# ---- i2c_sclgen ----
**i2c_sclgen: signal wires by layer**

Scale bar: 20 µm. Only two layers are drawn.
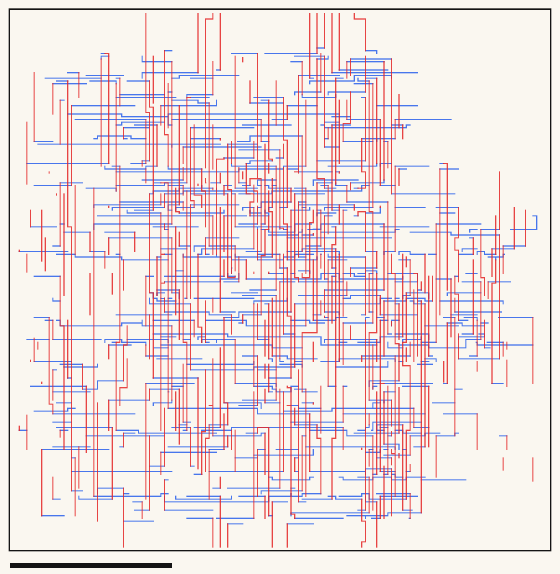

### src/rtl/i2c_sclgen.sv
// SCL waveform generator: programmable high/low phase counts behind a prescaler,
// shadowed count registers, clock-stretch detection and single-cycle edge strobes.
module i2c_sclgen #(
    parameter int               CNT_W  = 8,
    parameter int               PRE_W  = 4,
    parameter logic [CNT_W-1:0] RST_HI = 8'h30,
    parameter logic [CNT_W-1:0] RST_LO = 8'h30
) (
    input  logic             clk,
    input  logic             rst_ap,
    input  logic             en,
    input  logic             writeHi,
    input  logic             writeLo,
    input  logic [CNT_W-1:0] data,
    input  logic [PRE_W-1:0] prescale,
    input  logic             scl_line,
    output logic [CNT_W-1:0] loadValHi,
    output logic [CNT_W-1:0] loadValLo,
    output logic             scl_hi,
    output logic             rise,
    output logic             fall,
    output logic             stretching
);

    typedef enum logic [1:0] {
        ST_IDLE = 2'd0,
        ST_LOW  = 2'd1,
        ST_HIGH = 2'd2
    } state_t;

    state_t           r_state;
    state_t           w_state_nxt;
    logic [CNT_W-1:0] r_pend_hi;
    logic [CNT_W-1:0] r_pend_lo;
    logic [CNT_W-1:0] r_act_hi;
    logic [CNT_W-1:0] r_act_lo;
    logic [CNT_W-1:0] r_cnt;
    logic [CNT_W-1:0] w_cnt_nxt;
    logic [PRE_W-1:0] r_pcnt;
    logic [PRE_W-1:0] w_pcnt_nxt;
    logic             w_copy;
    logic             w_tick;
    logic             r_scl_hi;
    logic             r_rise;
    logic             r_fall;
    logic             r_stretching;
    logic             w_scl_hi_nxt;
    logic             w_rise_nxt;
    logic             w_fall_nxt;
    logic             w_stretch_nxt;

    // State, counters, count registers and registered outputs.
    always_ff @(posedge clk or posedge rst_ap) begin
        if (rst_ap) begin
            r_state      <= ST_IDLE;
            r_cnt        <= {CNT_W{1'b0}};
            r_pcnt       <= {PRE_W{1'b0}};
            r_pend_hi    <= RST_HI;
            r_pend_lo    <= RST_LO;
            r_act_hi     <= RST_HI;
            r_act_lo     <= RST_LO;
            r_scl_hi     <= 1'b1;
            r_rise       <= 1'b0;
            r_fall       <= 1'b0;
            r_stretching <= 1'b0;
        end else begin
            r_state      <= w_state_nxt;
            r_cnt        <= w_cnt_nxt;
            r_pcnt       <= w_pcnt_nxt;
            r_scl_hi     <= w_scl_hi_nxt;
            r_rise       <= w_rise_nxt;
            r_fall       <= w_fall_nxt;
            r_stretching <= w_stretch_nxt;
            // Active takes the pre-write pending value, so a same-cycle write waits a period.
            if (w_copy) begin
                r_act_hi <= r_pend_hi;
                r_act_lo <= r_pend_lo;
            end else begin
                r_act_hi <= r_act_hi;
                r_act_lo <= r_act_lo;
            end
            if (writeHi) begin
                r_pend_hi <= data;
            end else begin
                r_pend_hi <= r_pend_hi;
            end
            if (writeLo) begin
                r_pend_lo <= data;
            end else begin
                r_pend_lo <= r_pend_lo;
            end
        end
    end

    // Next state, phase counter and prescaler.
    always_comb begin
        w_state_nxt = r_state;
        w_cnt_nxt   = r_cnt;
        w_pcnt_nxt  = r_pcnt;
        w_copy      = 1'b0;
        w_tick      = (r_pcnt == {PRE_W{1'b0}});
        case (r_state)
            ST_IDLE: begin
                if (en) begin
                    w_state_nxt = ST_LOW;
                    w_copy      = 1'b1;
                    w_cnt_nxt   = r_pend_lo;
                    w_pcnt_nxt  = prescale;
                end else begin
                    w_cnt_nxt  = {CNT_W{1'b0}};
                    w_pcnt_nxt = {PRE_W{1'b0}};
                end
            end
            ST_LOW: begin
                if (!en) begin
                    w_state_nxt = ST_IDLE;
                    w_cnt_nxt   = {CNT_W{1'b0}};
                    w_pcnt_nxt  = {PRE_W{1'b0}};
                end else if (w_tick) begin
                    w_pcnt_nxt = prescale;
                    if (r_cnt != {CNT_W{1'b0}}) begin
                        w_cnt_nxt = r_cnt - CNT_W'(1);
                    end else begin
                        w_state_nxt = ST_HIGH;
                        w_cnt_nxt   = r_act_hi;
                    end
                end else begin
                    w_pcnt_nxt = r_pcnt - PRE_W'(1);
                end
            end
            ST_HIGH: begin
                if (!en) begin
                    w_state_nxt = ST_IDLE;
                    w_cnt_nxt   = {CNT_W{1'b0}};
                    w_pcnt_nxt  = {PRE_W{1'b0}};
                end else if (!scl_line) begin
                    // Slave holds SCL low: freeze the phase and restart the current tick.
                    w_pcnt_nxt = prescale;
                end else if (w_tick) begin
                    w_pcnt_nxt = prescale;
                    if (r_cnt != {CNT_W{1'b0}}) begin
                        w_cnt_nxt = r_cnt - CNT_W'(1);
                    end else begin
                        w_state_nxt = ST_LOW;
                        w_copy      = 1'b1;
                        w_cnt_nxt   = r_pend_lo;
                    end
                end else begin
                    w_pcnt_nxt = r_pcnt - PRE_W'(1);
                end
            end
            default: begin
                w_state_nxt = ST_IDLE;
                w_cnt_nxt   = {CNT_W{1'b0}};
                w_pcnt_nxt  = {PRE_W{1'b0}};
            end
        endcase
    end

    // Output values registered alongside the state transition.
    always_comb begin
        w_scl_hi_nxt  = (w_state_nxt != ST_LOW);
        w_rise_nxt    = (r_state == ST_LOW) && (w_state_nxt != ST_LOW);
        w_fall_nxt    = (r_state != ST_LOW) && (w_state_nxt == ST_LOW);
        w_stretch_nxt = (r_state == ST_HIGH) && en && !scl_line;
    end

    assign loadValHi  = r_pend_hi;
    assign loadValLo  = r_pend_lo;
    assign scl_hi     = r_scl_hi;
    assign rise       = r_rise;
    assign fall       = r_fall;
    assign stretching = r_stretching;

endmodule
### config.mk
export PLATFORM = sky130hd
export DESIGN_NAME = i2c_sclgen
export DESIGN_NICKNAME = d
export VERILOG_FILES = /design/src/rtl/i2c_sclgen.sv
export SDC_FILE = /design/constraint.sdc
export NUM_CORES = 1
export LEC_CHECK = 0
export CORE_MARGIN = 1.5
export CORE_UTILIZATION = 51
export DETAILED_ROUTE_END_ITERATION = 8
export HOLD_SLACK_MARGIN = 0.15
export PLACE_DENSITY = 0.78
export SETUP_SLACK_MARGIN = 0.4
export SYNTH_ARGS = -nofsm -noshare
export SYNTH_HDL_FRONTEND = slang
export SYNTH_SLANG_ARGS = --single-unit
### constraint.sdc
create_clock -name clk -period 2.3 [get_ports clk]
set_input_delay 0.69 -clock clk [delete_from_list [all_inputs] [get_ports clk]]
set_output_delay 0.69 -clock clk [all_outputs]
set_load 0.005 [all_outputs]
# ---- rvvi_trace_gen_flat ----
===== config.mk =====
export PLATFORM = sky130hd
export DESIGN_NAME = rvvi_trace_gen_flat
export DESIGN_NICKNAME = d
export VERILOG_FILES = /design/src/rtl/rvvi_trace_gen_pkg.sv /design/src/rtl/rvvi_trace_gen_if.sv /design/src/rtl/rvvi_trace_gen_fifo.sv /design/src/rtl/rvvi_trace_gen.sv /design/src/flat_wrapper.sv
export SDC_FILE = /design/constraint.sdc
export NUM_CORES = 2
export LEC_CHECK = 0
export ABC_AREA = 1
export CAP_MARGIN = 0
export CORE_AREA = 2 2 560 562
export CTS_BUF_LIST = sky130_fd_sc_hd__clkbuf_8
export DETAILED_ROUTE_END_ITERATION = 8
export DIE_AREA = 0 0 562 564
export PLACE_DENSITY_LB_ADDON = 0.05
export SYNTH_ARGS = -nofsm -noshare
export SYNTH_HDL_FRONTEND = slang
export SYNTH_HIERARCHICAL = 1
export SYNTH_SLANG_ARGS = --single-unit

===== constraint.sdc =====
create_clock -name clk -period 13.15 [get_ports clk]
set_clock_uncertainty 0.2 [all_clocks]
set_input_delay 1.315 -clock clk [delete_from_list [all_inputs] [get_ports clk]]
set_output_delay 1.315 -clock clk [all_outputs]
set_load 0.005 [all_outputs]

===== src/rtl/rvvi_trace_gen_pkg.sv =====
// Shared types and constants for the RVVI trace producer.
// Record layout, trace version and register-count selection.
package rvvi_trace_pkg;

    localparam int RVVI_TRACE_VERSION_MAJOR = 1;
    localparam int RVVI_TRACE_VERSION_MINOR = 5;

    localparam int RVVI_XLEN = 32;
    localparam int RVVI_ILEN = 32;

`ifdef COVER_E
    localparam int RVVI_NUM_REGS = 16;
`else
    localparam int RVVI_NUM_REGS = 32;
`endif

    typedef struct packed {
        logic [RVVI_ILEN-1:0] insn;
        logic [RVVI_XLEN-1:0] pc;
        logic [RVVI_XLEN-1:0] next_pc;
        logic                 trap;
        logic [1:0]           mode;
        logic                 rd_wen;
        logic [4:0]           rd;
        logic [RVVI_XLEN-1:0] rd_data;
        logic                 csr_wen;
        logic [11:0]          csr_addr;
        logic [RVVI_XLEN-1:0] csr_data;
    } retire_rec_t;

endpackage


===== src/rtl/rvvi_trace_gen_if.sv =====
// Retire-side inputs and RVVI event outputs of the trace producer.
// master: the producer; slave: the core/consumer side.
interface rvvi_trace_gen_if
    import rvvi_trace_pkg::*;
#(
    parameter int XLEN     = RVVI_XLEN,
    parameter int ILEN     = RVVI_ILEN,
    parameter int NUM_REGS = RVVI_NUM_REGS
);
    logic                     ret_valid;
    logic [ILEN-1:0]          ret_insn;
    logic [XLEN-1:0]          ret_pc;
    logic [XLEN-1:0]          ret_next_pc;
    logic                     ret_trap;
    logic [1:0]               ret_mode;
    logic                     ret_rd_wen;
    logic [4:0]               ret_rd;
    logic [XLEN-1:0]          ret_rd_data;
    logic                     ret_csr_wen;
    logic [11:0]              ret_csr_addr;
    logic [XLEN-1:0]          ret_csr_data;
    logic                     out_ready;

    logic                     valid;
    logic [63:0]              order;
    logic [ILEN-1:0]          insn;
    logic                     trap;
    logic [XLEN-1:0]          pc_rdata;
    logic [XLEN-1:0]          pc_wdata;
    logic [1:0]               mode;
    logic [NUM_REGS*XLEN-1:0] x_wdata;
    logic [NUM_REGS-1:0]      x_wb;
    logic                     csr_wb_en;
    logic [11:0]              csr_wb_addr;
    logic [XLEN-1:0]          csr_wb_data;
    logic                     overflow;

    modport master (
        input  ret_valid, ret_insn, ret_pc, ret_next_pc,
        input  ret_trap, ret_mode, ret_rd_wen, ret_rd,
        input  ret_rd_data, ret_csr_wen, ret_csr_addr,
        input  ret_csr_data, out_ready,
        output valid, order, insn, trap, pc_rdata,
        output pc_wdata, mode, x_wdata, x_wb,
        output csr_wb_en, csr_wb_addr, csr_wb_data,
        output overflow
    );

    modport slave (
        output ret_valid, ret_insn, ret_pc, ret_next_pc,
        output ret_trap, ret_mode, ret_rd_wen, ret_rd,
        output ret_rd_data, ret_csr_wen, ret_csr_addr,
        output ret_csr_data, out_ready,
        input  valid, order, insn, trap, pc_rdata,
        input  pc_wdata, mode, x_wdata, x_wb,
        input  csr_wb_en, csr_wb_addr, csr_wb_data,
        input  overflow
    );

endinterface


===== src/rtl/rvvi_trace_gen_fifo.sv =====
// Retire-record FIFO with MSB-compare full/empty pointers.
// A push while full is taken only if a pop frees a slot that cycle.
module rvvi_trace_fifo
    import rvvi_trace_pkg::*;
#(
    parameter int  DEPTH = 4,
    parameter type rec_t = retire_rec_t
) (
    input  logic clk,
    input  logic reset,
    input  logic push,
    input  logic pop,
    input  rec_t din,
    output logic full,
    output logic empty,
    output rec_t head
);
    localparam int AW = $clog2(DEPTH);

    rec_t          mem [DEPTH];
    logic [AW:0]   wr_ptr;
    logic [AW:0]   rd_ptr;
    logic          do_push;
    logic          do_pop;

    assign empty   = (wr_ptr == rd_ptr);
    assign full    = (wr_ptr[AW] != rd_ptr[AW]) &&
                     (wr_ptr[AW-1:0] == rd_ptr[AW-1:0]);
    assign do_pop  = pop && !empty;
    assign do_push = push && (!full || do_pop);
    assign head    = mem[rd_ptr[AW-1:0]];

    always_ff @(posedge clk) begin
        if (reset) begin
            wr_ptr <= '0;
            rd_ptr <= '0;
        end else begin
            if (do_push) wr_ptr <= wr_ptr + (AW+1)'(1);
            if (do_pop)  rd_ptr <= rd_ptr + (AW+1)'(1);
        end
    end

    always_ff @(posedge clk) begin
        if (do_push) mem[wr_ptr[AW-1:0]] <= din;
    end

endmodule


===== src/rtl/rvvi_trace_gen.sv =====
// RVVI trace producer: retire FIFO, output stage, shadow GPRs,
// event order counter and sticky overflow flag.
module rvvi_trace_gen
    import rvvi_trace_pkg::*;
#(
    parameter int XLEN     = RVVI_XLEN,
    parameter int ILEN     = RVVI_ILEN,
    parameter int NUM_REGS = RVVI_NUM_REGS,
    parameter int DEPTH    = 4
) (
    input  logic            clk,
    input  logic            reset,
    rvvi_trace_gen_if.master tr
);
    typedef struct packed {
        logic [ILEN-1:0] insn;
        logic [XLEN-1:0] pc;
        logic [XLEN-1:0] next_pc;
        logic            trap;
        logic [1:0]      mode;
        logic            rd_wen;
        logic [4:0]      rd;
        logic [XLEN-1:0] rd_data;
        logic            csr_wen;
        logic [11:0]     csr_addr;
        logic [XLEN-1:0] csr_data;
    } rec_t;

    rec_t                     in_rec;
    rec_t                     head;
    logic                     full;
    logic                     empty;
    logic                     load;
    logic [63:0]              order_cnt;
    logic [NUM_REGS-1:0]      hot;
    logic [NUM_REGS*XLEN-1:0] xfile;

    assign in_rec = '{
        insn:     tr.ret_insn,
        pc:       tr.ret_pc,
        next_pc:  tr.ret_next_pc,
        trap:     tr.ret_trap,
        mode:     tr.ret_mode,
        rd_wen:   tr.ret_rd_wen,
        rd:       tr.ret_rd,
        rd_data:  tr.ret_rd_data,
        csr_wen:  tr.ret_csr_wen,
        csr_addr: tr.ret_csr_addr,
        csr_data: tr.ret_csr_data
    };

    // Refill when empty or when the current event is taken.
    assign load = !empty && (!tr.valid || tr.out_ready);

    rvvi_trace_fifo #(
        .DEPTH (DEPTH),
        .rec_t (rec_t)
    ) u_fifo (
        .clk   (clk),
        .reset (reset),
        .push  (tr.ret_valid),
        .pop   (load),
        .din   (in_rec),
        .full  (full),
        .empty (empty),
        .head  (head)
    );

    // x0 and registers beyond NUM_REGS never get a flag.
    always_comb begin
        hot = '0;
        for (int i = 1; i < NUM_REGS; i++) begin
            hot[i] = head.rd_wen && !head.trap && (head.rd == 5'(i));
        end
    end

    assign tr.x_wdata = xfile;

    always_ff @(posedge clk) begin
        if (reset) begin
            tr.valid       <= 1'b0;
            tr.order       <= '0;
            tr.insn        <= '0;
            tr.trap        <= 1'b0;
            tr.pc_rdata    <= '0;
            tr.pc_wdata    <= '0;
            tr.mode        <= 2'b11;
            tr.x_wb        <= '0;
            tr.csr_wb_en   <= 1'b0;
            tr.csr_wb_addr <= '0;
            tr.csr_wb_data <= '0;
            tr.overflow    <= 1'b0;
            order_cnt      <= '0;
            xfile          <= '0;
        end else begin
            if (tr.ret_valid && full && !load) tr.overflow <= 1'b1;
            if (load) begin
                tr.valid       <= 1'b1;
                tr.order       <= order_cnt;
                order_cnt      <= order_cnt + 64'd1;
                tr.insn        <= head.insn;
                tr.trap        <= head.trap;
                tr.pc_rdata    <= head.pc;
                tr.pc_wdata    <= head.next_pc;
                tr.mode        <= head.mode;
                tr.x_wb        <= hot;
                tr.csr_wb_en   <= head.csr_wen;
                tr.csr_wb_addr <= head.csr_addr;
                tr.csr_wb_data <= head.csr_data;
                for (int i = 1; i < NUM_REGS; i++) begin
                    if (hot[i]) xfile[i*XLEN +: XLEN] <= head.rd_data;
                end
            end else if (tr.valid && tr.out_ready) begin
                tr.valid     <= 1'b0;
                tr.x_wb      <= '0;
                tr.csr_wb_en <= 1'b0;
            end
        end
    end

endmodule

===== src/flat_wrapper.sv =====
// flat-port wrapper written by rule: the top's interface ports become plain ports
module rvvi_trace_gen_flat import rvvi_trace_pkg::*;
#(
    parameter int XLEN     = RVVI_XLEN,
    parameter int ILEN     = RVVI_ILEN,
    parameter int NUM_REGS = RVVI_NUM_REGS,
    parameter int DEPTH    = 4
)
  (clk, reset, tr_ret_valid, tr_ret_insn, tr_ret_pc, tr_ret_next_pc, tr_ret_trap, tr_ret_mode, tr_ret_rd_wen, tr_ret_rd, tr_ret_rd_data, tr_ret_csr_wen, tr_ret_csr_addr, tr_ret_csr_data, tr_out_ready, tr_valid, tr_order, tr_insn, tr_trap, tr_pc_rdata, tr_pc_wdata, tr_mode, tr_x_wdata, tr_x_wb, tr_csr_wb_en, tr_csr_wb_addr, tr_csr_wb_data, tr_overflow);
  rvvi_trace_gen_if #(.XLEN(XLEN), .ILEN(ILEN), .NUM_REGS(NUM_REGS)) tr_i ();
  input  logic clk;
  input  logic reset;
  input wire logic [$bits(tr_i.ret_valid)-1:0] tr_ret_valid;
  input wire logic [$bits(tr_i.ret_insn)-1:0] tr_ret_insn;
  input wire logic [$bits(tr_i.ret_pc)-1:0] tr_ret_pc;
  input wire logic [$bits(tr_i.ret_next_pc)-1:0] tr_ret_next_pc;
  input wire logic [$bits(tr_i.ret_trap)-1:0] tr_ret_trap;
  input wire logic [$bits(tr_i.ret_mode)-1:0] tr_ret_mode;
  input wire logic [$bits(tr_i.ret_rd_wen)-1:0] tr_ret_rd_wen;
  input wire logic [$bits(tr_i.ret_rd)-1:0] tr_ret_rd;
  input wire logic [$bits(tr_i.ret_rd_data)-1:0] tr_ret_rd_data;
  input wire logic [$bits(tr_i.ret_csr_wen)-1:0] tr_ret_csr_wen;
  input wire logic [$bits(tr_i.ret_csr_addr)-1:0] tr_ret_csr_addr;
  input wire logic [$bits(tr_i.ret_csr_data)-1:0] tr_ret_csr_data;
  input wire logic [$bits(tr_i.out_ready)-1:0] tr_out_ready;
  output wire logic [$bits(tr_i.valid)-1:0] tr_valid;
  output wire logic [$bits(tr_i.order)-1:0] tr_order;
  output wire logic [$bits(tr_i.insn)-1:0] tr_insn;
  output wire logic [$bits(tr_i.trap)-1:0] tr_trap;
  output wire logic [$bits(tr_i.pc_rdata)-1:0] tr_pc_rdata;
  output wire logic [$bits(tr_i.pc_wdata)-1:0] tr_pc_wdata;
  output wire logic [$bits(tr_i.mode)-1:0] tr_mode;
  output wire logic [$bits(tr_i.x_wdata)-1:0] tr_x_wdata;
  output wire logic [$bits(tr_i.x_wb)-1:0] tr_x_wb;
  output wire logic [$bits(tr_i.csr_wb_en)-1:0] tr_csr_wb_en;
  output wire logic [$bits(tr_i.csr_wb_addr)-1:0] tr_csr_wb_addr;
  output wire logic [$bits(tr_i.csr_wb_data)-1:0] tr_csr_wb_data;
  output wire logic [$bits(tr_i.overflow)-1:0] tr_overflow;
  assign tr_i.ret_valid = tr_ret_valid;
  assign tr_i.ret_insn = tr_ret_insn;
  assign tr_i.ret_pc = tr_ret_pc;
  assign tr_i.ret_next_pc = tr_ret_next_pc;
  assign tr_i.ret_trap = tr_ret_trap;
  assign tr_i.ret_mode = tr_ret_mode;
  assign tr_i.ret_rd_wen = tr_ret_rd_wen;
  assign tr_i.ret_rd = tr_ret_rd;
  assign tr_i.ret_rd_data = tr_ret_rd_data;
  assign tr_i.ret_csr_wen = tr_ret_csr_wen;
  assign tr_i.ret_csr_addr = tr_ret_csr_addr;
  assign tr_i.ret_csr_data = tr_ret_csr_data;
  assign tr_i.out_ready = tr_out_ready;
  assign tr_valid = tr_i.valid;
  assign tr_order = tr_i.order;
  assign tr_insn = tr_i.insn;
  assign tr_trap = tr_i.trap;
  assign tr_pc_rdata = tr_i.pc_rdata;
  assign tr_pc_wdata = tr_i.pc_wdata;
  assign tr_mode = tr_i.mode;
  assign tr_x_wdata = tr_i.x_wdata;
  assign tr_x_wb = tr_i.x_wb;
  assign tr_csr_wb_en = tr_i.csr_wb_en;
  assign tr_csr_wb_addr = tr_i.csr_wb_addr;
  assign tr_csr_wb_data = tr_i.csr_wb_data;
  assign tr_overflow = tr_i.overflow;
  rvvi_trace_gen #(.XLEN(XLEN), .ILEN(ILEN), .NUM_REGS(NUM_REGS), .DEPTH(DEPTH)) u_core (.clk(clk), .reset(reset), .tr(tr_i));
endmodule

# ---- mix_columns_iter_flat ----
<file path="config.mk">
export PLATFORM = sky130hd
export DESIGN_NAME = mix_columns_iter_flat
export DESIGN_NICKNAME = d
export VERILOG_FILES = /design/src/rtl/mix_columns_iter_if.sv /design/src/rtl/mix_columns_iter.sv /design/src/flat_wrapper.sv
export SDC_FILE = /design/constraint.sdc
export NUM_CORES = 1
export LEC_CHECK = 0
export ABC_AREA = 1
export CAP_MARGIN = 0
export CELL_PAD_IN_SITES_DETAIL_PLACEMENT = 1
export CELL_PAD_IN_SITES_GLOBAL_PLACEMENT = 2
export CORE_MARGIN = 2
export CORE_UTILIZATION = 28
export CTS_CLUSTER_DIAMETER = 60
export DETAILED_ROUTE_END_ITERATION = 8
export GPL_TIMING_DRIVEN = 0
export PLACE_DENSITY_LB_ADDON = 0.1
export SLEW_MARGIN = 10
export SYNTH_ARGS = -nofsm -noshare
export SYNTH_HDL_FRONTEND = slang
export SYNTH_SLANG_ARGS = --single-unit
</file>
<file path="constraint.sdc">
create_clock -name clk -period 1.7 [get_ports clk]
set_clock_uncertainty 0.05 [all_clocks]
set_input_delay 0.34 -clock clk [delete_from_list [all_inputs] [get_ports clk]]
set_output_delay 0.34 -clock clk [all_outputs]
set_load 0.03 [all_outputs]
</file>
<file path="src/rtl/mix_columns_iter_if.sv">
// mix_columns_iter_if: valid/ready stream bundle around the MixColumns stage; INV_MIXCOL_EN adds the inv select
interface mix_columns_iter_if;
  logic         in_valid;
  logic         in_ready;
  logic [127:0] in_data;
  logic         out_valid;
  logic         out_ready;
  logic [127:0] out_data;
`ifdef INV_MIXCOL_EN
  logic         inv;
  modport master(output in_valid, in_data, inv, out_ready, input in_ready, out_valid, out_data);
  modport slave(input in_valid, in_data, inv, out_ready, output in_ready, out_valid, out_data);
`else
  modport master(output in_valid, in_data, out_ready, input in_ready, out_valid, out_data);
  modport slave(input in_valid, in_data, out_ready, output in_ready, out_valid, out_data);
`endif
endinterface

</file>
<file path="src/rtl/mix_columns_iter.sv">
// mix_columns_iter: iterative AES MixColumns, COLS_PER_CYCLE columns per clock; INV_MIXCOL_EN adds InvMixColumns
module mix_columns_iter #(
  parameter int COLS_PER_CYCLE = 1
) (
  input logic               clk,
  input logic               rst_n,
  mix_columns_iter_if.slave bus
);
  localparam int N = 4 / COLS_PER_CYCLE;
  typedef enum logic [1:0] {IDLE, BUSY, DONE} state_t;
  state_t       state_q;
  logic [1:0]   cnt_q;
  logic [127:0] w_q, w_d;
  logic         out_valid_q, rdy_q, last, accept;
`ifdef INV_MIXCOL_EN
  logic         inv_q;
`endif
  function automatic logic [7:0] xt(input logic [7:0] x);
    return {x[6:0], 1'b0} ^ (x[7] ? 8'h1b : 8'h00);
  endfunction
  // One output byte from a column rotated so that this row's own byte is on top.
  function automatic logic [7:0] frow(input logic [31:0] w);
    return xt(w[31:24]) ^ xt(w[23:16]) ^ w[23:16] ^ w[15:8] ^ w[7:0];
  endfunction
  function automatic logic [31:0] fmix(input logic [31:0] c);
    return {frow(c), frow({c[23:0], c[31:24]}), frow({c[15:0], c[31:16]}), frow({c[7:0], c[31:8]})};
  endfunction
`ifdef INV_MIXCOL_EN
  // k only takes 09/0B/0D/0E, built from the x, 2x, 4x, 8x partial products.
  function automatic logic [7:0] mul(input logic [7:0] x, input logic [3:0] k);
    logic [7:0] x2, x4, x8;
    x2 = xt(x);
    x4 = xt(x2);
    x8 = xt(x4);
    return (k[3] ? x8 : 8'h00) ^ (k[2] ? x4 : 8'h00) ^ (k[1] ? x2 : 8'h00) ^ (k[0] ? x : 8'h00);
  endfunction
  function automatic logic [7:0] irow(input logic [31:0] w);
    return mul(w[31:24], 4'he) ^ mul(w[23:16], 4'hb) ^ mul(w[15:8], 4'hd) ^ mul(w[7:0], 4'h9);
  endfunction
  function automatic logic [31:0] imix(input logic [31:0] c);
    return {irow(c), irow({c[23:0], c[31:24]}), irow({c[15:0], c[31:16]}), irow({c[7:0], c[31:8]})};
  endfunction
`endif
  // Each column is rewritten only during the cycle its group number matches the counter.
  for (genvar c = 0; c < 4; c++) begin : g_col
    logic [31:0] a, m;
    assign a = w_q[127-32*c -: 32];
`ifdef INV_MIXCOL_EN
    assign m = inv_q ? imix(a) : fmix(a);
`else
    assign m = fmix(a);
`endif
    assign w_d[127-32*c -: 32] = (cnt_q == 2'(c / COLS_PER_CYCLE)) ? m : a;
  end
  assign last          = cnt_q == 2'(N - 1);
  assign bus.in_ready  = rdy_q & ((state_q == IDLE) | ((state_q == DONE) & bus.out_ready));
  assign accept        = bus.in_valid & bus.in_ready;
  assign bus.out_valid = out_valid_q;
  assign bus.out_data  = w_q;
  // Control FSM: load on accept, mix one column group per cycle, then hold the result until taken.
  always_ff @(posedge clk or negedge rst_n) begin
    if (!rst_n) begin
      state_q     <= IDLE;
      cnt_q       <= 2'd0;
      w_q         <= '0;
      out_valid_q <= 1'b0;
      rdy_q       <= 1'b0;
`ifdef INV_MIXCOL_EN
      inv_q       <= 1'b0;
`endif
    end else begin
      rdy_q <= 1'b1;
      if (accept) begin
        w_q <= bus.in_data;
`ifdef INV_MIXCOL_EN
        inv_q <= bus.inv;
`endif
      end
      case (state_q)
        IDLE: state_q <= accept ? BUSY : IDLE;
        BUSY: begin
          w_q         <= w_d;
          cnt_q       <= last ? 2'd0 : cnt_q + 2'd1;
          state_q     <= last ? DONE : BUSY;
          out_valid_q <= last;
        end
        DONE: if (bus.out_ready) begin
          out_valid_q <= 1'b0;
          state_q     <= accept ? BUSY : IDLE;
        end
        default: state_q <= IDLE;
      endcase
    end
  end
endmodule

</file>
<file path="src/flat_wrapper.sv">
// flat-port wrapper written by rule: the top's interface ports become plain ports
module mix_columns_iter_flat 
#(
  parameter int COLS_PER_CYCLE = 1
)
  (clk, rst_n, bus_in_valid, bus_in_data, bus_out_ready, bus_in_ready, bus_out_valid, bus_out_data);
  mix_columns_iter_if bus_i ();
  input logic clk;
  input logic rst_n;
  input wire logic [$bits(bus_i.in_valid)-1:0] bus_in_valid;
  input wire logic [$bits(bus_i.in_data)-1:0] bus_in_data;
  input wire logic [$bits(bus_i.out_ready)-1:0] bus_out_ready;
  output wire logic [$bits(bus_i.in_ready)-1:0] bus_in_ready;
  output wire logic [$bits(bus_i.out_valid)-1:0] bus_out_valid;
  output wire logic [$bits(bus_i.out_data)-1:0] bus_out_data;
  assign bus_i.in_valid = bus_in_valid;
  assign bus_i.in_data = bus_in_data;
  assign bus_i.out_ready = bus_out_ready;
  assign bus_in_ready = bus_i.in_ready;
  assign bus_out_valid = bus_i.out_valid;
  assign bus_out_data = bus_i.out_data;
  mix_columns_iter #(.COLS_PER_CYCLE(COLS_PER_CYCLE)) u_core (.clk(clk), .rst_n(rst_n), .bus(bus_i));
endmodule
</file>
# ---- saph_num_pack ----
File: src/rtl/saph_num_pack.sv
// saph_num_pack: variable-width number packer.
// Each input number is truncated to its top w bits (w = min(in_width, pack_width))
// and packed densely, LSB-first, into word_width-bit output words. A last element
// closes the stream: the partial word is emitted with out_last, and a last element
// that overflows the current word takes one extra FLUSH cycle for its remainder.
module saph_num_pack #(
  parameter  int pack_width   = 8,
  parameter  int unpack_width = 8,
  parameter  int word_width   = 32,
  localparam int pack_exp     = $clog2(pack_width + 1),
  localparam int cnt_w        = $clog2(word_width + 1)
) (
  input  logic                    clk,
  input  logic                    rst_n,
  input  logic                    in_valid,
  output logic                    in_ready,
  input  logic [unpack_width-1:0] in_data,
  input  logic [pack_exp-1:0]     in_width,
  input  logic                    in_last,
  output logic                    out_valid,
  input  logic                    out_ready,
  output logic [word_width-1:0]   out_data,
  output logic [cnt_w-1:0]        out_bits,
  output logic                    out_last
);

  // Accumulator holds up to word_width-1 pending bits plus one full element.
  localparam int ACC_W = word_width + pack_width - 1;
  // count + w can reach word_width + pack_width - 1, so one extra bit suffices.
  localparam int SUM_W = cnt_w + 1;
  localparam int EXT_W = (ACC_W > unpack_width) ? ACC_W : unpack_width;

  localparam logic [pack_exp-1:0] PW_MAX  = pack_exp'(pack_width);
  localparam logic [SUM_W-1:0]    WW_SUM  = SUM_W'(word_width);
  localparam logic [cnt_w-1:0]    WW_BITS = cnt_w'(word_width);

  typedef enum logic {
    S_RUN,
    S_FLUSH
  } state_e;

  state_e                  state_q, state_d;
  logic [ACC_W-1:0]        acc_q, acc_d;
  logic [cnt_w-1:0]        count_q, count_d;
  logic                    out_valid_q, out_valid_d;
  logic [word_width-1:0]   out_data_q, out_data_d;
  logic [cnt_w-1:0]        out_bits_q, out_bits_d;
  logic                    out_last_q, out_last_d;

  logic [pack_exp-1:0]     w_eff;
  int                      shamt;
  logic [unpack_width-1:0] trunc;
  logic [EXT_W-1:0]        val_wide;
  logic [ACC_W-1:0]        placed;
  logic [ACC_W-1:0]        new_acc;
  logic [ACC_W-1:0]        acc_rem;
  logic [SUM_W-1:0]        sum;
  logic [SUM_W-1:0]        rem;
  logic                    out_free;
  logic                    xfer;

  // Element decode: clamp width, keep the top w bits, place them at bit count.
  always_comb begin
    w_eff    = (in_width > PW_MAX) ? PW_MAX : in_width;
    // Shifting right by unpack_width-w leaves exactly the top w bits (none for w=0).
    shamt    = unpack_width - int'(w_eff);
    trunc    = in_data >> shamt;
    val_wide = EXT_W'(trunc);
    placed   = val_wide[ACC_W-1:0] << count_q;
    // Bits at and above count are always zero, so OR is a plain append.
    new_acc  = acc_q | placed;
    acc_rem  = new_acc >> word_width;
    sum      = SUM_W'(count_q) + SUM_W'(w_eff);
    rem      = sum - WW_SUM;
  end

  assign out_free = !out_valid_q || out_ready;
  assign in_ready = (state_q == S_RUN) && out_free;
  assign xfer     = in_valid && in_ready;

  // Next-state: packing, word emission, flush sequencing and output register.
  always_comb begin
    state_d     = state_q;
    acc_d       = acc_q;
    count_d     = count_q;
    out_valid_d = out_valid_q;
    out_data_d  = out_data_q;
    out_bits_d  = out_bits_q;
    out_last_d  = out_last_q;

    // A taken (or empty) output slot drops valid unless something new lands below.
    if (out_free) out_valid_d = 1'b0;

    case (state_q)
      S_RUN: begin
        if (xfer) begin
          if (sum < WW_SUM) begin
            if (in_last) begin
              // Partial (possibly empty) final word.
              out_valid_d = 1'b1;
              out_data_d  = new_acc[word_width-1:0];
              out_bits_d  = sum[cnt_w-1:0];
              out_last_d  = 1'b1;
              acc_d       = '0;
              count_d     = '0;
            end else begin
              acc_d   = new_acc;
              count_d = sum[cnt_w-1:0];
            end
          end else begin
            // Word filled; the spill-over becomes the new accumulator contents.
            out_valid_d = 1'b1;
            out_data_d  = new_acc[word_width-1:0];
            out_bits_d  = WW_BITS;
            out_last_d  = in_last && (rem == '0);
            acc_d       = acc_rem;
            count_d     = rem[cnt_w-1:0];
            if (in_last && (rem != '0)) state_d = S_FLUSH;
          end
        end
      end
      S_FLUSH: begin
        // Remainder is narrower than pack_width, so it fits one word.
        if (out_free) begin
          out_valid_d = 1'b1;
          out_data_d  = acc_q[word_width-1:0];
          out_bits_d  = count_q;
          out_last_d  = 1'b1;
          acc_d       = '0;
          count_d     = '0;
          state_d     = S_RUN;
        end
      end
      default: state_d = S_RUN;
    endcase
  end

  // State and output registers; reset drops any pending word and partial bits.
  always_ff @(posedge clk or negedge rst_n) begin
    if (!rst_n) begin
      state_q     <= S_RUN;
      acc_q       <= '0;
      count_q     <= '0;
      out_valid_q <= 1'b0;
      out_data_q  <= '0;
      out_bits_q  <= '0;
      out_last_q  <= 1'b0;
    end else begin
      state_q     <= state_d;
      acc_q       <= acc_d;
      count_q     <= count_d;
      out_valid_q <= out_valid_d;
      out_data_q  <= out_data_d;
      out_bits_q  <= out_bits_d;
      out_last_q  <= out_last_d;
    end
  end

  assign out_valid = out_valid_q;
  assign out_data  = out_data_q;
  assign out_bits  = out_bits_q;
  assign out_last  = out_last_q;

endmodule
File: config.mk
export PLATFORM = sky130hd
export DESIGN_NAME = saph_num_pack
export DESIGN_NICKNAME = d
export VERILOG_FILES = /design/src/rtl/saph_num_pack.sv
export SDC_FILE = /design/constraint.sdc
export NUM_CORES = 1
export LEC_CHECK = 0
export CAP_MARGIN = 20
export CORE_UTILIZATION = 47
export DETAILED_ROUTE_END_ITERATION = 10
export PLACE_DENSITY = 0.68
export SLEW_MARGIN = 30
export SYNTH_ARGS = -nofsm -noshare
export SYNTH_HDL_FRONTEND = slang
export SYNTH_SLANG_ARGS = --single-unit
File: constraint.sdc
create_clock -name clk -period 4.3 [get_ports clk]
set_input_delay 0.645 -clock clk [delete_from_list [all_inputs] [get_ports clk]]
set_output_delay 0.645 -clock clk [all_outputs]
set_load 0.005 [all_outputs]
**rvvi_trace_gen_flat: cell classes on the final placement**

Scale bar: 200 µm.
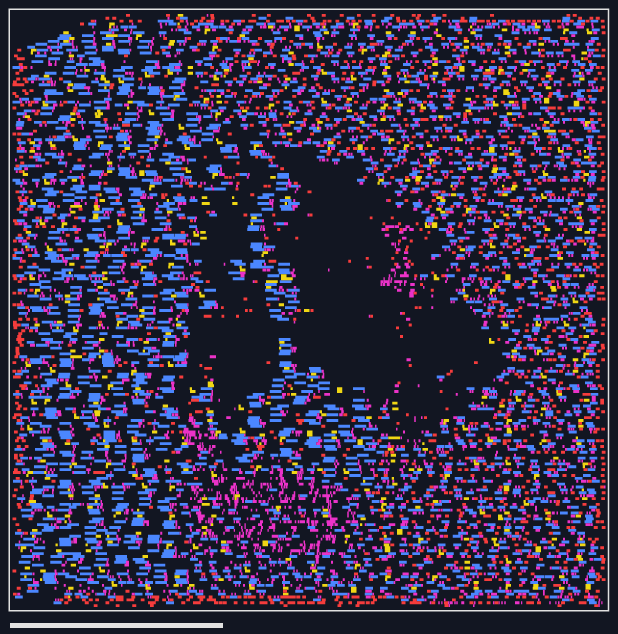
class	color	cells	share of their area
clock drivers and dummy loads	yellow	701	8.2%
flip-flops	blue	2033	52%
all other logic	magenta	4425	23%
other buffers and delay cells	red	1523	16%

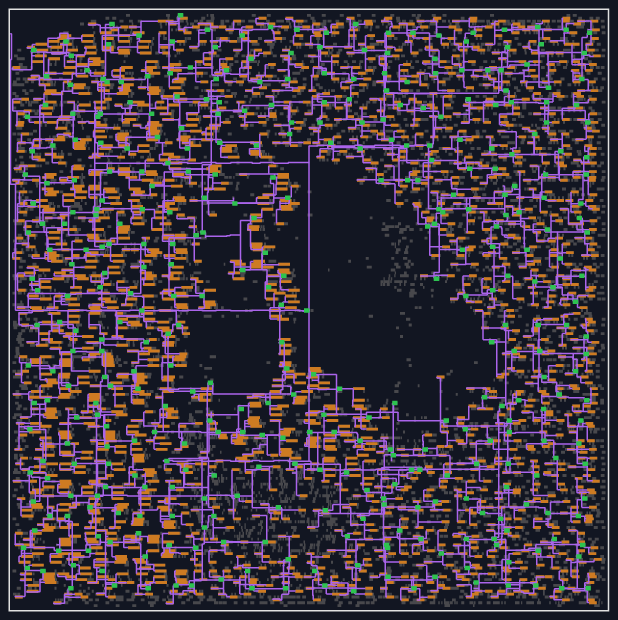
**Above:** rvvi_trace_gen_flat (clock distribution).
[cells driving clock nets] green | count: 383
[clock wires] purple | length: 33.2 mm
[flip-flops] orange | count: 2033
routed clock nets	384

==> results.py, rvvi_trace_gen_flat <==
# Generated from Yosys and OpenROAD reports
metrics = {
    "outcome": {
        "status": "finished, final reports clean",
    },
    "synth": {
        "synth-seq-cells": 2033,
        "top_area_share_pct": 36.3,
        "ys_sh_adder_pct": 0.104,
    },
    "worst_setup_path": {
        "required_ps": 13880,
        "regToRegEndpoint": "u_core/tr.x_wdata[1006]$_SDFFE_PP0P_",
        "critPathKind": "flop to flop",
        "r2r_slack_ps": 7900,
    },
    "global_routing": {
        "grt.busiest_layer": "met2",
        "antenna_found_initial": 98,
    },
    "routing": {
        "wl_met2_um": 172000,
        "wl_met1_um": 152000,
    },
    "timing": {
        "rsz0062_at_grt": "false",
        "hold_viol": 0,
    },
    "placed_design": {
        "dp_hpwl_um": 244000,
    },
    "clock_tree": {
        "cts_tree": "yes",
        "cts_inserted_buffers": 383,
    },
    "cells_and_area": {
        "clkCellAreaFrac_pct": 7.78,
        "seq-cell-share_pct": 49.4,
        "layout_top_cell": "clkdlybuf4s50_1",
    },
    "floorplanning": {
        "die_w_um": 562,
    },
}
rvvi_trace_gen_flat: critical path: cells and delay by family, from the launching register on:
| family | cells | cell delay (ps) |
|---|---|---|
| buffers and inverters | 3 | 2050 |
| AND/OR/NAND/NOR | 4 | 1330 |
| AND-OR/OR-AND | 3 | 890 |
| flip-flops | 1 | 560 |
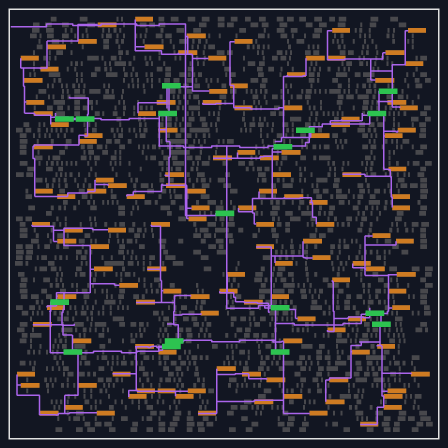
**Above:** mix_columns_iter_flat (clock distribution).
[flip-flops] orange | count: 134
[cells driving clock nets] green | count: 17
[clock wires] purple | length: 2890 µm
routed clock nets	18
flops lie	spread over the die

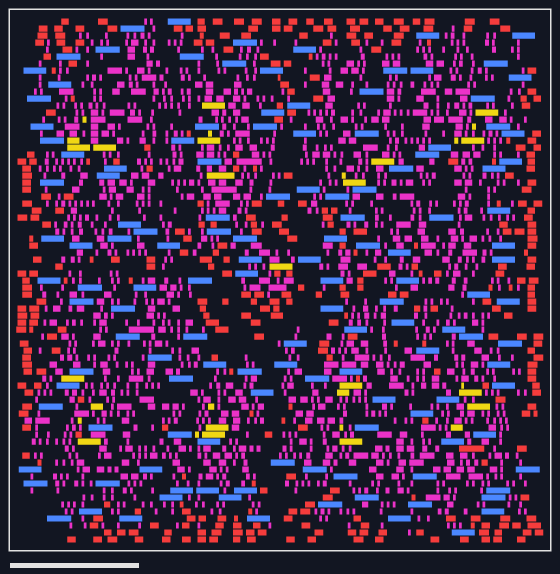
**Above:** mix_columns_iter_flat (cell classes on the final placement).
Scale bar: 50 µm.
class	color	cells	share of their area
clock drivers and dummy loads	yellow	32	3.5%
all other logic	magenta	1616	53%
other buffers and delay cells	red	368	22%
flip-flops	blue	134	22%

==> results.py, mix_columns_iter_flat <==
# Generated from Yosys and OpenROAD reports
metrics = {
    "timing": {
        "tightest_slew_ps": 587,
        "layout_setup_ws_ps": -15.3,
        "setup_viol": 1,
    },
    "worst_setup_path": {
        "endpoint_kind": "output port",
        "crit_family": "flip-flops",
        "r2r_slack_ps": 30,
        "r2r_start": "u_core.state_q[1]$_DFFE_PN0P_",
        "slowest_stage": "dfrtp_1",
        "path_cells": "nand2_2 > and3_4 > buf_8",
    },
    "floorplanning": {
        "ioPinCount": 262,
    },
    "clock_tree": {
        "post-cts-setup-buffer-count": 1,
        "cts_tree": "yes",
        "cts_inserted_buffers": 17,
    },
    "routing": {
        "wl_per_cell_um": 19.4,
        "drt_iter0_drc": 411,
        "wl_met2_um": 24800,
        "drc": 0,
        "drt-vias-per-instance": 4.61,
    },
    "global_routing": {
        "grt.overflow.total": 0,
    },
    "synth": {
        "ys_seq_share_pct": 28.2,
        "floorplan.nets": 1977,
        "synth_cell_types": 30,
        "ys_area_um2": 11900,
    },
    "cells_and_area": {
        "areaGrowthSynthToFinish_pct": 39.8,
        "mostFrequentLayoutCells": "nand2_1 (650), nor2_1 (255), inv_1 (147), xor2_1 (143), clkdlybuf4s50_1 (130)",
    },
    "outcome": {
        "violations": "negative setup slack",
        "status": "finished, violations left",
    },
    "run": {
        "cap_violations": 0,
    },
}
## mix_columns_iter_flat: area by class of cell
class	count	area, µm²	area share (%)
Inverter	162	626	3.77
Clock inverter	10	77.6	0.467
Buffer	90	737	4.44
Tap cell	539	674	4.06
Clock buffer	22	484	2.92
Sequential cell	134	3430	20.7
Timing Repair Buffer	278	2760	16.7
Multi-Input combinational cell	1454	7810	47.0
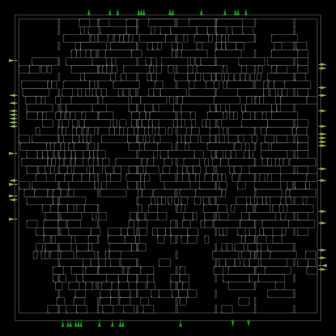
**Above:** saph_num_pack (placed standard cells).
core area: 10800 µm²
flop count: 86
Layout Cells excl Fill: 787
Util after Layout: 57.5%
# fillers: 965

==> results.py, saph_num_pack <==
# Generated from Yosys and OpenROAD reports
metrics = {
    "cells_and_area": {
        "stdcell_area_um2": 6230,
        "final_net_count": 667,
    },
    "worst_setup_path": {
        "crit_family": "buffers and inverters",
        "regToRegEndpoint": "out_data[28]$_DFFE_PN0P_",
        "cp_common_cell": "o21ai_0",
        "r2r_start": "count_q[0]$_DFFE_PN0P_",
        "r2r_slack_ps": 1020,
    },
    "synth": {
        "syn_area_per_cell_um2": 8.91,
        "synth-seq-cells": 86,
    },
    "outcome": {
        "status": "finished, final reports clean",
    },
    "clock_tree": {
        "clock_path_buffers": 2,
        "cts_tree": "yes",
    },
    "routing": {
        "drc": 0,
        "wl_per_cell_um": 18.6,
    },
    "global_routing": {
        "grt_pass1_vias": 4655,
    },
}
## saph_num_pack: registers in the layout, summed over array words and instances (netlist names)
signal,flops
out_data,32
count_q,6
out_bits,6
state_q,1
acc_q,39
out_valid,1
out_last,1
## saph_num_pack: stage by stage
stage	hold WS [ps]	setup slack, ps	util (%)
detailed placement	469	240	55.3
floorplan	349	254	-
finish	354	590	57.5
global placement	464	327	55.3
CTS	400	617	57.5
global route	430	323	57.5
## saph_num_pack: layer usage
metal / vias up / share of wire, %
li1: 2267 / -
met1: 2354 / 45
met2: 199 / 46
met3: 33 / 7.0
met4: 0 / 2.0
met5: - / 0
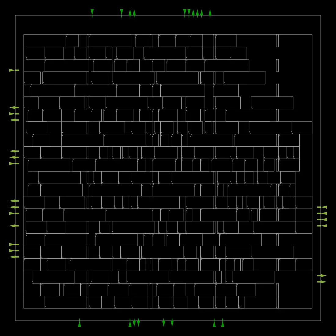
**Above:** i2c_sclgen (placed standard cells).
Util after Layout: 75.7%
row count: 22

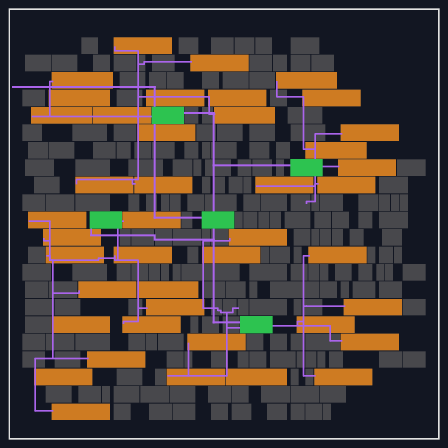
**Above:** i2c_sclgen (clock distribution).
[clock wires] purple | length: 458 µm
[flip-flops] orange | count: 42
[cells driving clock nets] green | count: 5
flops lie	spread over the die

## Picture notes: 'signal wires by layer' of i2c_sclgen
layer	color	wire length
met1	blue	2080 µm
met2	red	2690 µm

==> results.py, i2c_sclgen <==
# Generated from Yosys and OpenROAD reports
metrics = {
    "outcome": {
        "status": "finished, final reports clean",
    },
    "worst_hold_path": {
        "hold_path.startpoint": "r_act_hi[7]$_DFFE_PP0P_",
    },
    "synth": {
        "logic_family": "multiplexers",
        "yosys_cells": 183,
        "mux_share_pct": 14.3,
        "ys_sh_xor_pct": 2.54,
        "floorplan.nets": 205,
    },
    "cells_and_area": {
        "drive_above_1_share_pct": 32.7,
        "num_antenna_cells": 0,
        "fillers": 241,
    },
    "global_routing": {
        "grt_max_degree": 43,
        "grt_pass1_vias": 1736,
    },
    "clock_tree": {
        "path_clk_slew_ps": 80,
        "cts_root_buffer": "clkbuf_8",
    },
    "timing": {
        "skew_ps": 11.0,
    },
    "placed_design": {
        "place_ws_ps": -57.0,
    },
    "routing": {
        "ant_nets": 0,
        "wl_met1_um": 2080,
    },
    "floorplanning": {
        "die_y_um": 66.7,
    },
    "worst_setup_path": {
        "start_kind": "flop",
        "regToRegEndpoint": "r_act_hi[2]$_DFFE_PP0P_",
    },
    "run": {
        "warnings": 30,
    },
}
-- i2c_sclgen: layout by cell type, fill, tap and decap left out, drive strengths merged, types with 2 or more instances in the layout --
master / n
clkdlybuf4s50: 22
a2bb2oi: 3
a32o: 2
nand3: 2
mux2: 24
clkbuf: 6
inv: 12
xor2: 3
a31oi: 3
nand2: 15
dlygate4sd2: 5
a21oi: 8
clkinv: 2
and3: 3
nor2: 6
dlymetal6s2s: 10
nor3b: 2
o211ai: 2
buf: 27
nand2b: 5
nor3: 5
o21ai: 10
dfstp: 7
ha: 4
or3: 2
a211oi: 3
xnor2: 3
dfrtp: 35
o22ai: 5
nor2b: 2


==> screenshots <==
Signal wires by layer.
picture 1
Scale bar: 50 µm. Only two layers are drawn.
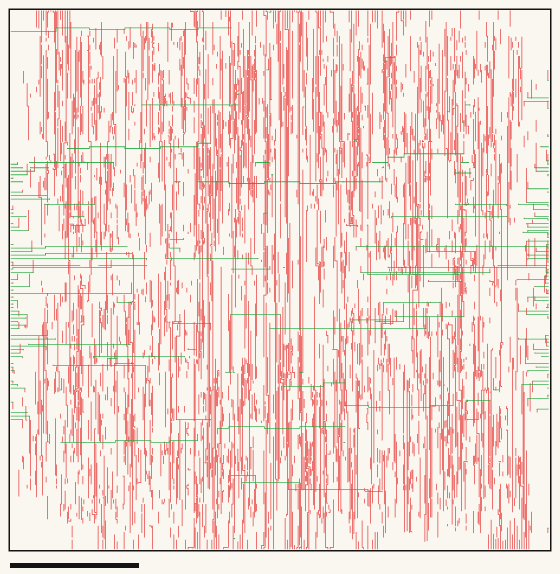
picture 2
Scale bar: 20 µm. Only two layers are drawn.
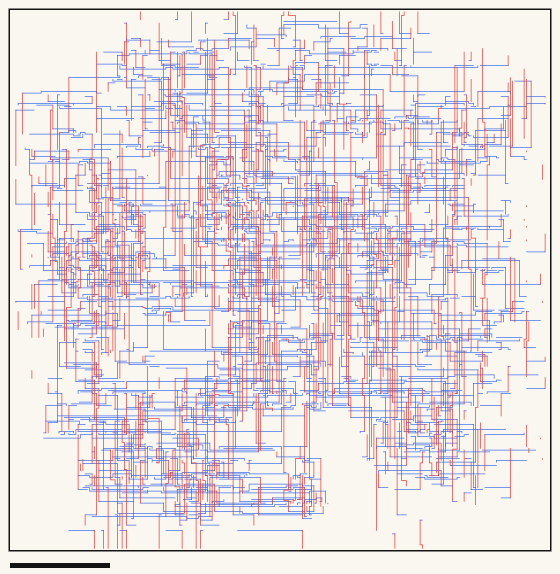
picture 3
Scale bar: 200 µm. Only two layers are drawn.
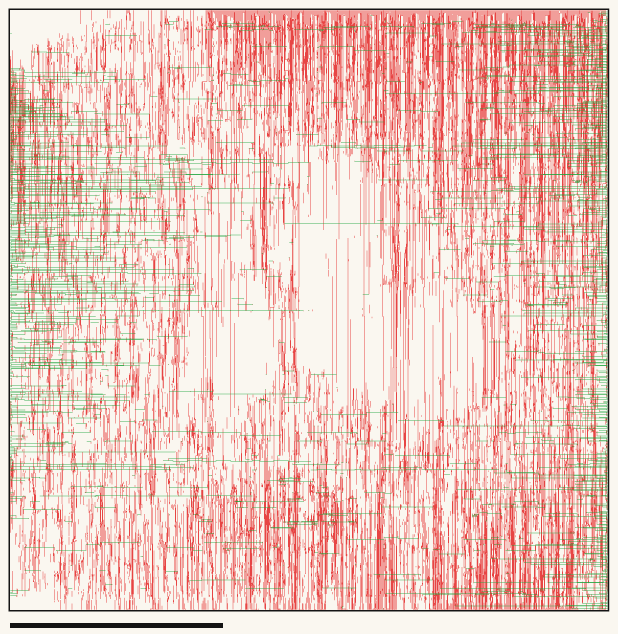
| picture | from |
|---|---|
| picture 3 | rvvi_trace_gen_flat |
| picture 2 | saph_num_pack |
| picture 1 | mix_columns_iter_flat |

Key to picture 3:
layer	color	wire length
met3	green	32.4 mm
met2	red	172 mm


==> screenshots <==
Floorplan with the power grid.
shot_01.png
Scale bar: 20 µm. Pins as bars on the die edge. Tap cells in gray.
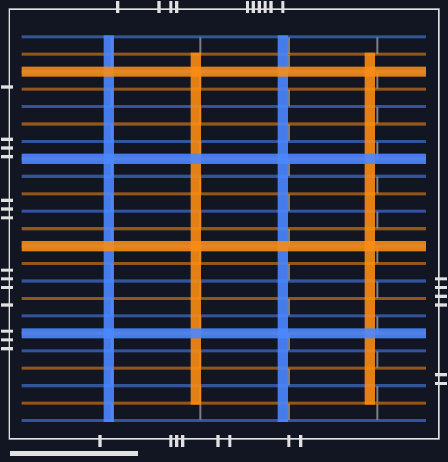
shot_02.png
Scale bar: 20 µm. Pins as bars on the die edge. Tap cells in gray.
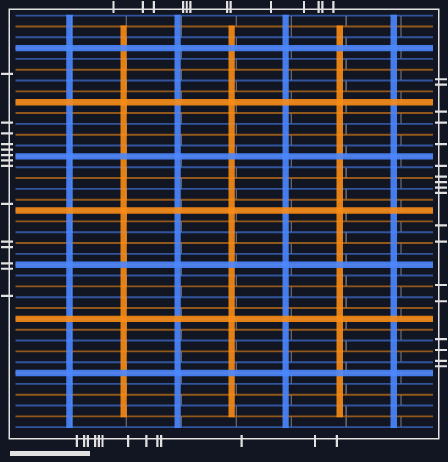
shot_03.png
Scale bar: 200 µm. Pins as bars on the die edge. Tap cells in gray.
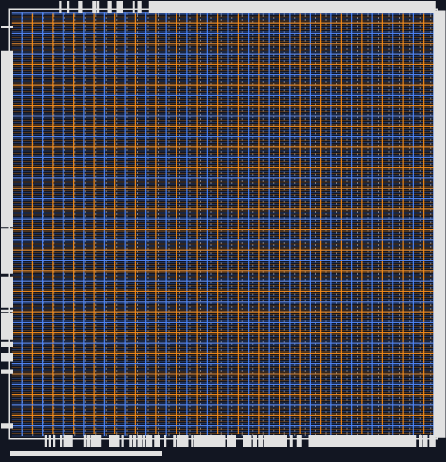
shot_04.png
Scale bar: 50 µm. Pins as bars on the die edge. Tap cells in gray.
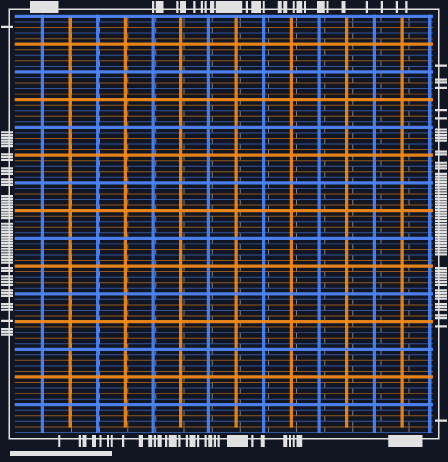
shot_01.png: i2c_sclgen
shot_02.png: saph_num_pack
shot_03.png: rvvi_trace_gen_flat
shot_04.png: mix_columns_iter_flat
The one with the most pins is shot_03.png.
The one with the smallest die is shot_01.png.

